# button_debouncer

**button_debouncer: met3 routing**

Cells faint in the background.
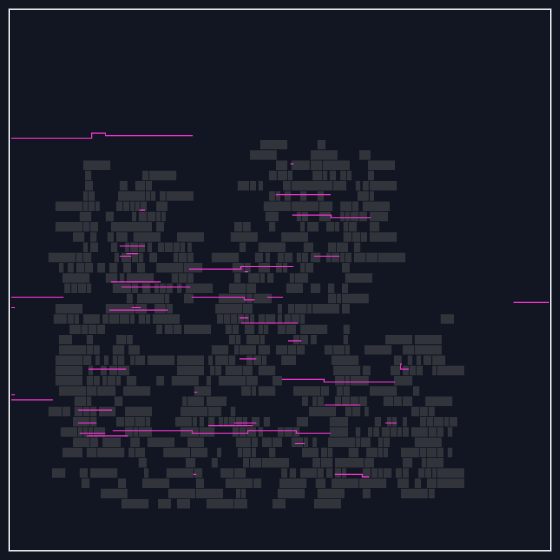
**button_debouncer: cells by drive strength**

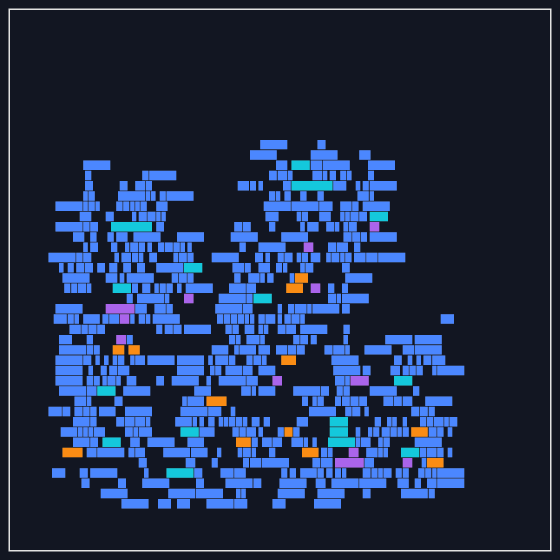
==> src/rtl/button_debouncer.sv <==
// Push-button conditioner: per-button 2-FF synchronizer, debounce counter and FSM.
// Emits one registered strobe per accepted press plus the debounced level.
module button_debouncer #(
    parameter int unsigned NB_BUTTONS      = 3,
    parameter int unsigned DEBOUNCE_CYCLES = 1_000_000,
    parameter int unsigned NB_COUNTER      = 20
) (
    input  logic                  i_clock,
    input  logic                  i_reset,
    input  logic [NB_BUTTONS-1:0] i_buttons,
    output logic [NB_BUTTONS-1:0] o_pulses,
    output logic [NB_BUTTONS-1:0] o_levels
);

    localparam logic [NB_COUNTER-1:0] LP_COUNT_LAST = NB_COUNTER'(DEBOUNCE_CYCLES - 1);
    localparam logic [NB_COUNTER-1:0] LP_COUNT_ONE  = NB_COUNTER'(1);

    typedef enum logic [1:0] {
        IDLE      = 2'd0,
        WAIT_HIGH = 2'd1,
        PRESSED   = 2'd2,
        WAIT_LOW  = 2'd3
    } state_t;

    logic [NB_BUTTONS-1:0] r_meta;
    logic [NB_BUTTONS-1:0] r_sync;
    logic [NB_BUTTONS-1:0] r_level;
    logic [NB_BUTTONS-1:0] r_pulse;

    // Two-flop synchronizer; only r_sync feeds the debounce logic
    always_ff @(posedge i_clock) begin
        if (i_reset) begin
            r_meta <= '0;
            r_sync <= '0;
        end else begin
            r_meta <= i_buttons;
            r_sync <= r_meta;
        end
    end

    for (genvar g = 0; g < NB_BUTTONS; g++) begin : g_button
        state_t                r_state;
        state_t                w_state_next;
        logic [NB_COUNTER-1:0] r_count;
        logic [NB_COUNTER-1:0] w_count_next;
        logic                  w_level_next;
        logic                  w_pulse_next;

        always_ff @(posedge i_clock) begin
            if (i_reset) begin
                r_state    <= IDLE;
                r_count    <= '0;
                r_level[g] <= 1'b0;
                r_pulse[g] <= 1'b0;
            end else begin
                r_state    <= w_state_next;
                r_count    <= w_count_next;
                r_level[g] <= w_level_next;
                r_pulse[g] <= w_pulse_next;
            end
        end

        always_comb begin
            w_state_next = r_state;
            w_count_next = r_count;
            w_level_next = r_level[g];
            w_pulse_next = 1'b0;
            case (r_state)
                IDLE: begin
                    w_level_next = 1'b0;
                    if (r_sync[g]) begin
                        w_state_next = WAIT_HIGH;
                        w_count_next = LP_COUNT_ONE;
                    end else begin
                        w_count_next = '0;
                    end
                end
                WAIT_HIGH: begin
                    if (!r_sync[g]) begin
                        w_state_next = IDLE;
                        w_count_next = '0;
                    end else if (r_count == LP_COUNT_LAST) begin
                        w_state_next = PRESSED;
                        w_level_next = 1'b1;
                        w_pulse_next = 1'b1;
                        w_count_next = '0;
                    end else begin
                        w_count_next = r_count + LP_COUNT_ONE;
                    end
                end
                PRESSED: begin
                    w_level_next = 1'b1;
                    if (!r_sync[g]) begin
                        w_state_next = WAIT_LOW;
                        w_count_next = LP_COUNT_ONE;
                    end
                end
                WAIT_LOW: begin
                    if (r_sync[g]) begin
                        w_state_next = PRESSED;
                        w_count_next = '0;
                    end else if (r_count == LP_COUNT_LAST) begin
                        w_state_next = IDLE;
                        w_level_next = 1'b0;
                        w_count_next = '0;
                    end else begin
                        w_count_next = r_count + LP_COUNT_ONE;
                    end
                end
                default: begin
                    w_state_next = IDLE;
                    w_count_next = '0;
                    w_level_next = 1'b0;
                end
            endcase
        end
    end

    // Output stage: aligns the strobe to DEBOUNCE_CYCLES+2 edges after the first high sample
    always_ff @(posedge i_clock) begin
        if (i_reset) begin
            o_pulses <= '0;
            o_levels <= '0;
        end else begin
            o_pulses <= r_pulse;
            o_levels <= r_level;
        end
    end

endmodule

==> config.mk <==
export PLATFORM = sky130hd
export DESIGN_NAME = button_debouncer
export DESIGN_NICKNAME = d
export VERILOG_FILES = /design/src/rtl/button_debouncer.sv
export SDC_FILE = /design/constraint.sdc
export NUM_CORES = 1
export LEC_CHECK = 0
export CORE_MARGIN = 10
export CORE_UTILIZATION = 30
export CTS_BUF_LIST = sky130_fd_sc_hd__clkbuf_4 sky130_fd_sc_hd__clkbuf_8
export CTS_CLUSTER_DIAMETER = 80
export DETAILED_ROUTE_END_ITERATION = 16
export GPL_ROUTABILITY_DRIVEN = 0
export HOLD_SLACK_MARGIN = 0.02
export SETUP_SLACK_MARGIN = 0.15
export SLEW_MARGIN = 15
export SYNTH_ARGS = -nofsm -noshare
export SYNTH_HDL_FRONTEND = slang
export SYNTH_SLANG_ARGS = --single-unit
==> constraint.sdc <==
create_clock -name i_clock -period 2.6 [get_ports i_clock]
set_clock_uncertainty 0.05 [all_clocks]
set_input_delay 0.52 -clock i_clock [delete_from_list [all_inputs] [get_ports i_clock]]
set_output_delay 0.52 -clock i_clock [all_outputs]
set_load 0.01 [all_outputs]
==> notes.md <==
Implementation results. The run finished with clean final reports. Per the detailed placement report, the placed cell area equals between 4000 and 5000 um2. Height of the die landed at about 140 um. The critical path runs through a total of 5 cells. Global routing met3 resource utilization landed at 3.48%. The top cell types in the final layout, fill and taps aside, are sky130_fd_sc_hd__dfxtp_1 (84), sky130_fd_sc_hd__nand2_1 (55), sky130_fd_sc_hd__nand3_1 (46). Looking at the clock tree report, the root buffer type is sky130_fd_sc_hd__clkbuf_8.

Count of vias placed by the detailed router landed at just over 4000. Number of warnings in the stage logs landed at 38. Global route summary, busiest routing layer listed as met2. Synthesis inferred approximately 84 register bits. Looking at the VDD voltage map, the peak drop is about 0.36 mV. The synth_stat.txt file lists the number of cells as roughly 560. In this run the tightest slew margin relative to its limit is roughly 40%. Power comes to a little under 3 mW. Clock period minus worst slack landed at 2.33 ns. Per the detail_route log, the uppermost layer with routed signals is met4. Final worst slack landed at 0.268 ns. Worst slack at placement landed at 0.231 ns. Fraction of the mapped netlist area in adder cells landed at between 4 and 5%.

Filler-free cell count of the finished design landed at approximately 760. In the routed layout, each cell is associated on average with a via count of about 5.4. Average routed wire per standard cell landed at 13.6 um.

Fraction of met1 tracks used by global routing landed at 13.0%. First-pass detailed-route iteration total landed at 5.
About 'met3 routing' of button_debouncer:
main direction	horizontal
share of all routed wire	4.2%
longest straight run	23.0 um
nets with wire on the layer	30
wire length on this layer	437 um

About 'cells by drive strength' of button_debouncer:
colour	size	cells
blue	drive 1 or less	535
cyan	drive 6 and up	16
purple	drive 3 to 4	12
orange	drive 2	12

==> final cells by class <==
| cell class | count | area (um2) | share of cell area (%) |
|---|---|---|---|
| Sequential cell | 84 | 1680 | 32.9 |
| Inverter | 25 | 93.8 | 1.84 |
| Clock buffer | 13 | 173 | 3.38 |
| Clock inverter | 3 | 67.6 | 1.32 |
| Timing Repair Buffer | 19 | 193 | 3.77 |
| Tap cell | 184 | 230 | 4.51 |
| Multi-Input combinational cell | 431 | 2670 | 52.3 |
==> final timing paths <==
kind / from / slack [ns] / endpoint
max: g_button[0].r_count[12] / 0.27 / register
min: r_meta[1] / 0.40 / r_sync[1]
max reg2reg: g_button[0].r_count[12] / 0.27 / register
min reg2reg: r_meta[1] / 0.40 / r_sync[1]
==> where the power goes <==
| group | switching, mW | internal [mW] | total (mW) |
|---|---|---|---|
| registers | 0.0451 | 1.34 | 1.38 |
| logic | 0.230 | 0.173 | 0.402 |
| clock network | 0.468 | 0.631 | 1.10 |
==> registers in the layout, indices dropped and copies added (netlist names), named ones only <==
name	cells
r_sync	3
o_pulses	3
r_level	3
o_levels	3
r_pulse	3
g_button.r_count	60
r_meta	3
g_button.r_state	3

# pipe_stage_skid_flat

$ cat config.mk
export PLATFORM = sky130hd
export DESIGN_NAME = pipe_stage_skid_flat
export DESIGN_NICKNAME = d
export VERILOG_FILES = /design/src/rtl/pipe_pkg.sv /design/src/rtl/pipe_stage_skid_if.sv /design/src/rtl/pipe_entry_reg.sv /design/src/rtl/pipe_stage_skid.sv /design/src/flat_wrapper.sv
export SDC_FILE = /design/constraint.sdc
export NUM_CORES = 1
export LEC_CHECK = 0
export CAP_MARGIN = 20
export CORE_MARGIN = 1
export CORE_UTILIZATION = 44
export CTS_CLUSTER_SIZE = 16
export DETAILED_ROUTE_END_ITERATION = 10
export GPL_ROUTABILITY_DRIVEN = 0
export MAX_ROUTING_LAYER = met4
export PLACE_DENSITY = 0.74
export SYNTH_ARGS = -nofsm -noshare
export SYNTH_HDL_FRONTEND = slang
export SYNTH_SLANG_ARGS = --single-unit
$ cat constraint.sdc
create_clock -name clk -period 1.7 [get_ports clk]
set_clock_uncertainty 0.2 [all_clocks]
set_input_delay 0.51 -clock clk [delete_from_list [all_inputs] [get_ports clk]]
set_output_delay 0.51 -clock clk [all_outputs]
set_load 0.005 [all_outputs]
$ cat src/rtl/pipe_pkg.sv
// Shared types and default widths for the inter-stage pipeline registers.
package pipe_pkg;

  typedef enum logic [1:0] {
    EMPTY = 2'd0,
    ONE   = 2'd1,
    FULL  = 2'd2
  } occ_e;

  typedef struct packed {
    logic       reg_write;
    logic       alu_src;
    logic       mem_write;
    logic       branch;
    logic       mem_read;
    logic       mem_to_reg;
    logic [1:0] alu_op;
    logic       spare;
  } ctrl_t;

  localparam ctrl_t CTRL_NOP = '0;

  localparam int CTRL_W_DEF   = $bits(ctrl_t);
  localparam int DATA_W_IF_ID = 64;
  localparam int DATA_W_ID_EX = 181;
  localparam int DATA_W_EX_MEM = 106;
  localparam int DATA_W_MEM_WB = 69;

endpackage

$ cat src/rtl/pipe_stage_skid_if.sv
// Valid/ready bundle carrying control and data between pipeline stages.
interface pipe_stage_skid_if #(
  parameter int CTRL_W = 9,
  parameter int DATA_W = 181
);
  logic              valid;
  logic              ready;
  logic [CTRL_W-1:0] ctrl;
  logic [DATA_W-1:0] data;

  modport master (output valid, output ctrl, output data, input ready);
  modport slave  (input valid, input ctrl, input data, output ready);
endinterface

$ cat src/rtl/pipe_entry_reg.sv
// One held pipeline entry: valid flag plus control and data payload.
module pipe_entry_reg #(
  parameter int CTRL_W = 9,
  parameter int DATA_W = 181
) (
  input  logic              clk,
  input  logic              rst,
  input  logic              load,
  input  logic              clear,
  input  logic              drop,
  input  logic [CTRL_W-1:0] d_ctrl,
  input  logic [DATA_W-1:0] d_data,
  output logic              q_valid,
  output logic [CTRL_W-1:0] q_ctrl,
  output logic [DATA_W-1:0] q_data
);

  // clear zeroes control so a flushed slot is a NOP bubble; data is kept as-is
  always_ff @(posedge clk) begin
    if (rst) begin
      q_valid <= 1'b0;
      q_ctrl  <= '0;
      q_data  <= '0;
    end else if (clear) begin
      q_valid <= 1'b0;
      q_ctrl  <= '0;
    end else if (load) begin
      q_valid <= 1'b1;
      q_ctrl  <= d_ctrl;
      q_data  <= d_data;
    end else if (drop) begin
      q_valid <= 1'b0;
    end
  end

endmodule

$ cat src/rtl/pipe_stage_skid.sv
// Inter-stage pipeline register with 2-entry skid, stall, flush and stall counter.
module pipe_stage_skid
  import pipe_pkg::*;
#(
  parameter int CTRL_W  = 9,
  parameter int DATA_W  = 181,
  parameter int CNT_W   = 16,
  parameter int SKID_EN = 1
) (
  input  logic                clk,
  input  logic                rst,
  input  logic                stall,
  input  logic                flush,
  pipe_stage_skid_if.slave    in_bus,
  pipe_stage_skid_if.master   out_bus,
  output logic [CNT_W-1:0]    stall_cycles
);

  logic              main_v, skid_v;
  logic [CTRL_W-1:0] main_ctrl, skid_ctrl, main_d_ctrl;
  logic [DATA_W-1:0] main_data, skid_data, main_d_data;
  logic              accept, emit;
  logic              main_load, main_from_skid, main_drop;
  logic              skid_load, skid_drop;
  occ_e              occ;

  generate
    if (SKID_EN != 0) begin : g_skid
      assign in_bus.ready = !skid_v && !stall;
    end else begin : g_single
      assign in_bus.ready = (!main_v || out_bus.ready) && !stall;
    end
  endgenerate

  assign out_bus.valid = main_v && !stall;
  assign out_bus.ctrl  = main_ctrl;
  assign out_bus.data  = main_data;

  assign accept = in_bus.valid && in_bus.ready;
  assign emit   = out_bus.valid && out_bus.ready;

  always_comb begin
    occ = EMPTY;
    if (skid_v)      occ = FULL;
    else if (main_v) occ = ONE;
  end

  always_comb begin
    main_load      = 1'b0;
    main_from_skid = 1'b0;
    main_drop      = 1'b0;
    skid_load      = 1'b0;
    skid_drop      = 1'b0;
    case (occ)
      EMPTY: main_load = accept;
      ONE: begin
        if (accept && emit)                      main_load = 1'b1;
        else if (accept && (SKID_EN != 0))       skid_load = 1'b1;
        else if (emit)                           main_drop = 1'b1;
      end
      FULL: begin
        if (emit) begin
          main_load      = 1'b1;
          main_from_skid = 1'b1;
          skid_drop      = 1'b1;
        end
      end
      default: ;
    endcase
  end

  assign main_d_ctrl = main_from_skid ? skid_ctrl : in_bus.ctrl;
  assign main_d_data = main_from_skid ? skid_data : in_bus.data;

  pipe_entry_reg #(.CTRL_W(CTRL_W), .DATA_W(DATA_W)) u_main (
    .clk     (clk),
    .rst     (rst),
    .load    (main_load),
    .clear   (flush),
    .drop    (main_drop),
    .d_ctrl  (main_d_ctrl),
    .d_data  (main_d_data),
    .q_valid (main_v),
    .q_ctrl  (main_ctrl),
    .q_data  (main_data)
  );

  pipe_entry_reg #(.CTRL_W(CTRL_W), .DATA_W(DATA_W)) u_skid (
    .clk     (clk),
    .rst     (rst),
    .load    (skid_load),
    .clear   (flush),
    .drop    (skid_drop),
    .d_ctrl  (in_bus.ctrl),
    .d_data  (in_bus.data),
    .q_valid (skid_v),
    .q_ctrl  (skid_ctrl),
    .q_data  (skid_data)
  );

  always_ff @(posedge clk) begin
    if (rst)                              stall_cycles <= '0;
    else if (stall && (stall_cycles != '1)) stall_cycles <= stall_cycles + 1'b1;
  end

endmodule

$ cat src/flat_wrapper.sv
// flat-port wrapper written by rule: the top's interface ports become plain ports
module pipe_stage_skid_flat import pipe_pkg::*;
#(
  parameter int CTRL_W  = 9,
  parameter int DATA_W  = 181,
  parameter int CNT_W   = 16,
  parameter int SKID_EN = 1
)
  (clk, rst, stall, flush, stall_cycles, in_bus_valid, in_bus_ctrl, in_bus_data, in_bus_ready, out_bus_valid, out_bus_ctrl, out_bus_data, out_bus_ready);
  pipe_stage_skid_if #(.CTRL_W(CTRL_W), .DATA_W(DATA_W)) in_bus_i ();
  pipe_stage_skid_if #(.CTRL_W(CTRL_W), .DATA_W(DATA_W)) out_bus_i ();
  input  logic clk;
  input  logic rst;
  input  logic stall;
  input  logic flush;
  output logic [CNT_W-1:0] stall_cycles;
  input wire logic [$bits(in_bus_i.valid)-1:0] in_bus_valid;
  input wire logic [$bits(in_bus_i.ctrl)-1:0] in_bus_ctrl;
  input wire logic [$bits(in_bus_i.data)-1:0] in_bus_data;
  output wire logic [$bits(in_bus_i.ready)-1:0] in_bus_ready;
  output wire logic [$bits(out_bus_i.valid)-1:0] out_bus_valid;
  output wire logic [$bits(out_bus_i.ctrl)-1:0] out_bus_ctrl;
  output wire logic [$bits(out_bus_i.data)-1:0] out_bus_data;
  input wire logic [$bits(out_bus_i.ready)-1:0] out_bus_ready;
  assign in_bus_i.valid = in_bus_valid;
  assign in_bus_i.ctrl = in_bus_ctrl;
  assign in_bus_i.data = in_bus_data;
  assign in_bus_ready = in_bus_i.ready;
  assign out_bus_valid = out_bus_i.valid;
  assign out_bus_ctrl = out_bus_i.ctrl;
  assign out_bus_data = out_bus_i.data;
  assign out_bus_i.ready = out_bus_ready;
  pipe_stage_skid #(.CTRL_W(CTRL_W), .DATA_W(DATA_W), .CNT_W(CNT_W), .SKID_EN(SKID_EN)) u_core (.clk(clk), .rst(rst), .stall(stall), .flush(flush), .in_bus(in_bus_i), .out_bus(out_bus_i), .stall_cycles(stall_cycles));
endmodule
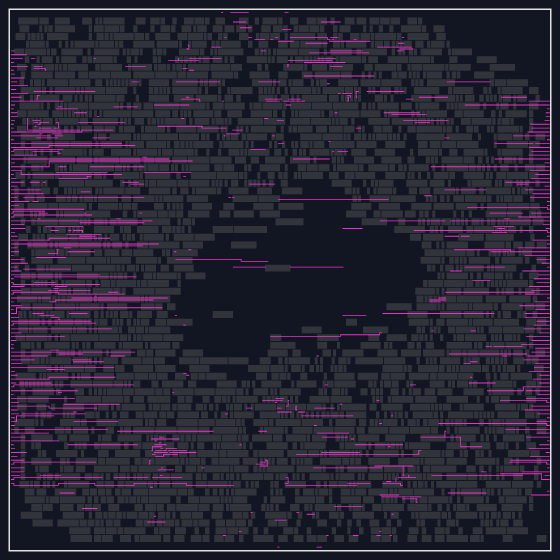
**Above:** pipe_stage_skid_flat (met3 routing).
Cells faint in the background.
wire length on this layer	4500 um
longest straight run	55.4 um

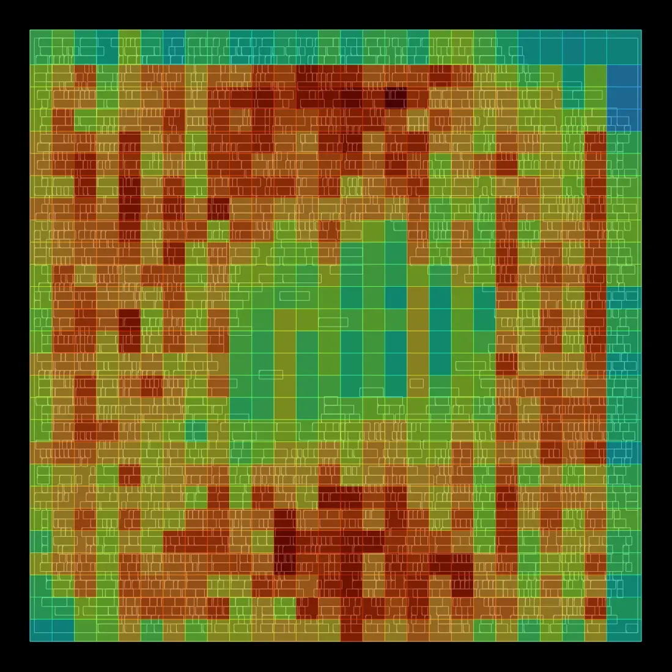
**Above:** pipe_stage_skid_flat (track usage over the die).
met1 track demand over resource: 33.3%
met3 usage in global routing: 6.47%

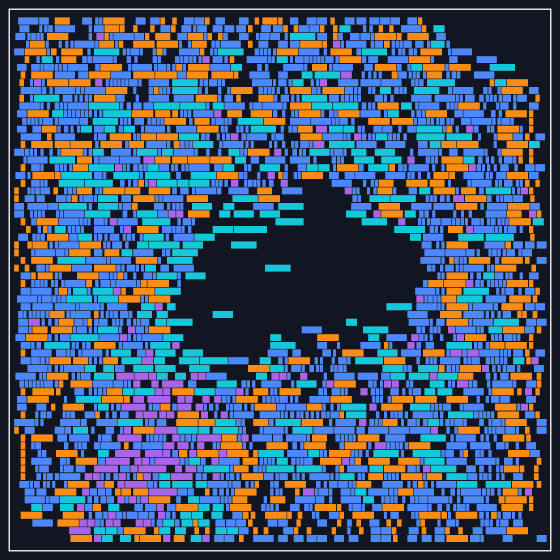
**Above:** pipe_stage_skid_flat (cells by drive strength).
colour	size	cells
purple	drive 3 to 4	148
orange	drive 2	455
cyan	drive 6 and up	246
blue	drive 1 or less	1681

==> notes.md <==
Implementation results. Count of flip-flops with a built-in enable after synthesis landed at 0. The transition time recorded at the tightest slew-check pin is roughly 0.45 ns. The pre-antenna-repair detailed-routing pass consisted of 7 iterations. Per the STA report, the cell with the highest stage delay on the worst path is sky130_fd_sc_hd__dfxtp_4.

During synthesis, Yosys emitted a total of 0 warnings. The clock drives 398 sinks. The H-tree was split into 2 levels. After clock tree synthesis, the clock-pin slew on the worst setup and hold paths is about 0.06 ns. Worst path required time landed at between 1.5 and 2 ns. Yosys-reported design area after synthesis landed at 15600 um2. The run finished, with violations left. Via count of the first global-routing pass landed at between 15000 and 20000. During tapcell insertion the tool placed about 460 well taps. Pre-placement core utilization landed at roughly 45%.

Sequential group power landed at slightly below 10 mW. Checking hold timing, the worst path is listed with class in -> reg. Looking at the clock tree report, the maximum root-to-sink buffer count equals 3. According to the dpl log, the detail-placed design has an HPWL of 33.8 mm. Number of clock-tree buffers in the layout landed at about 60. Across all setup checks in the final design, the least slack found is -0.244 ns.

Overall track demand over capacity in global routing landed at between 20% and 30%. Routed signal wires occupy layers up through met4. Per the layout report, the design carries 2517 filler cells. The final reports fail on setup timing. TritonCTS built the clock tree.

The final timing report counts setup violations totalling about 400.
==> final timing paths <==
check	endpoint	startpoint	slack, ns	cells after the start
worst max-delay path	u_core.u_main.q_data[70]	u_core.u_skid.q_valid	-0.24	8
worst min-delay path	u_core.stall_cycles[11]	rst	0.07	2
worst max register to register	u_core.u_main.q_data[70]	u_core.u_skid.q_valid	-0.24	8
worst min register to register	u_core.u_skid.q_data[143]	u_core.u_skid.q_data[143]	0.25	2
==> cell families after synthesis <==
| family | Yosys count | share of synthesized area (%) |
|---|---|---|
| compound gates | 401 | 17.6 |
| xor+xnor | 2 | 0.112 |
| fa+ha+maj | 1 | 0.0803 |
| buf+inv | 169 | 5.22 |
| flops | 398 | 51.1 |
| mux | 13 | 0.851 |
| simple gates | 996 | 25.0 |
==> metrics by stage <==
step                      cells  setup TNS [ns]  total power, mW  hold WS [ns]
after floorplan            1980           -3.67             10.6         0.236
after global placement     2818         -292.86             11.8         0.239
after detailed placement   2818         -308.74             11.9         0.244
after CTS                  2952          -30.67             21.3        0.0532
after global routing       2991          -67.99             22.0        0.0717
final                      2992          -39.17             21.3        0.0730


==> layout pictures side by side <==
Gate-type map.
Bar = 50 um.
shot_01.png
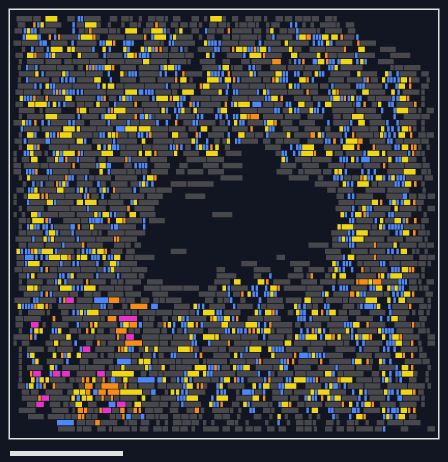
shot_02.png
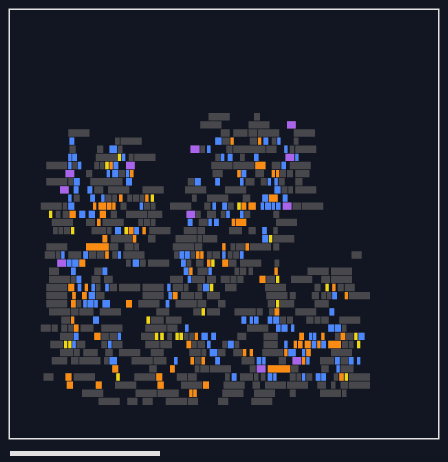
The one with the most cells is shot_01.png.
| from | picture |
|---|---|
| pipe_stage_skid_flat | shot_01.png |
| button_debouncer | shot_02.png |


==> screenshots <==
Routed clock nets over the placement.
image #1
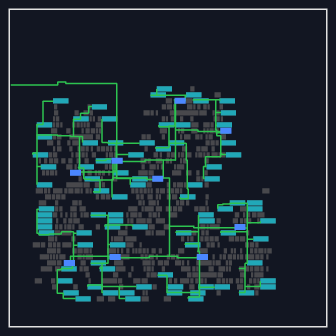
image #2
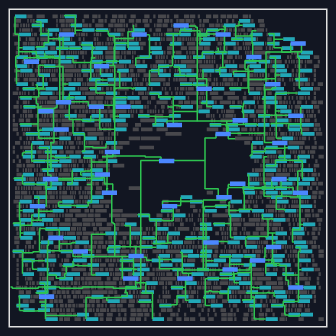
image #1: button_debouncer
image #2: pipe_stage_skid_flat

Key to image #2:
[blue] cells driving clock nets | count: 42
[green] clock wires | length: 4630 um
[cyan] flip-flops | count: 398
flops lie	all over the die
routed clock nets	43

No activity file was given, so power comes from the tool's default toggle rates.
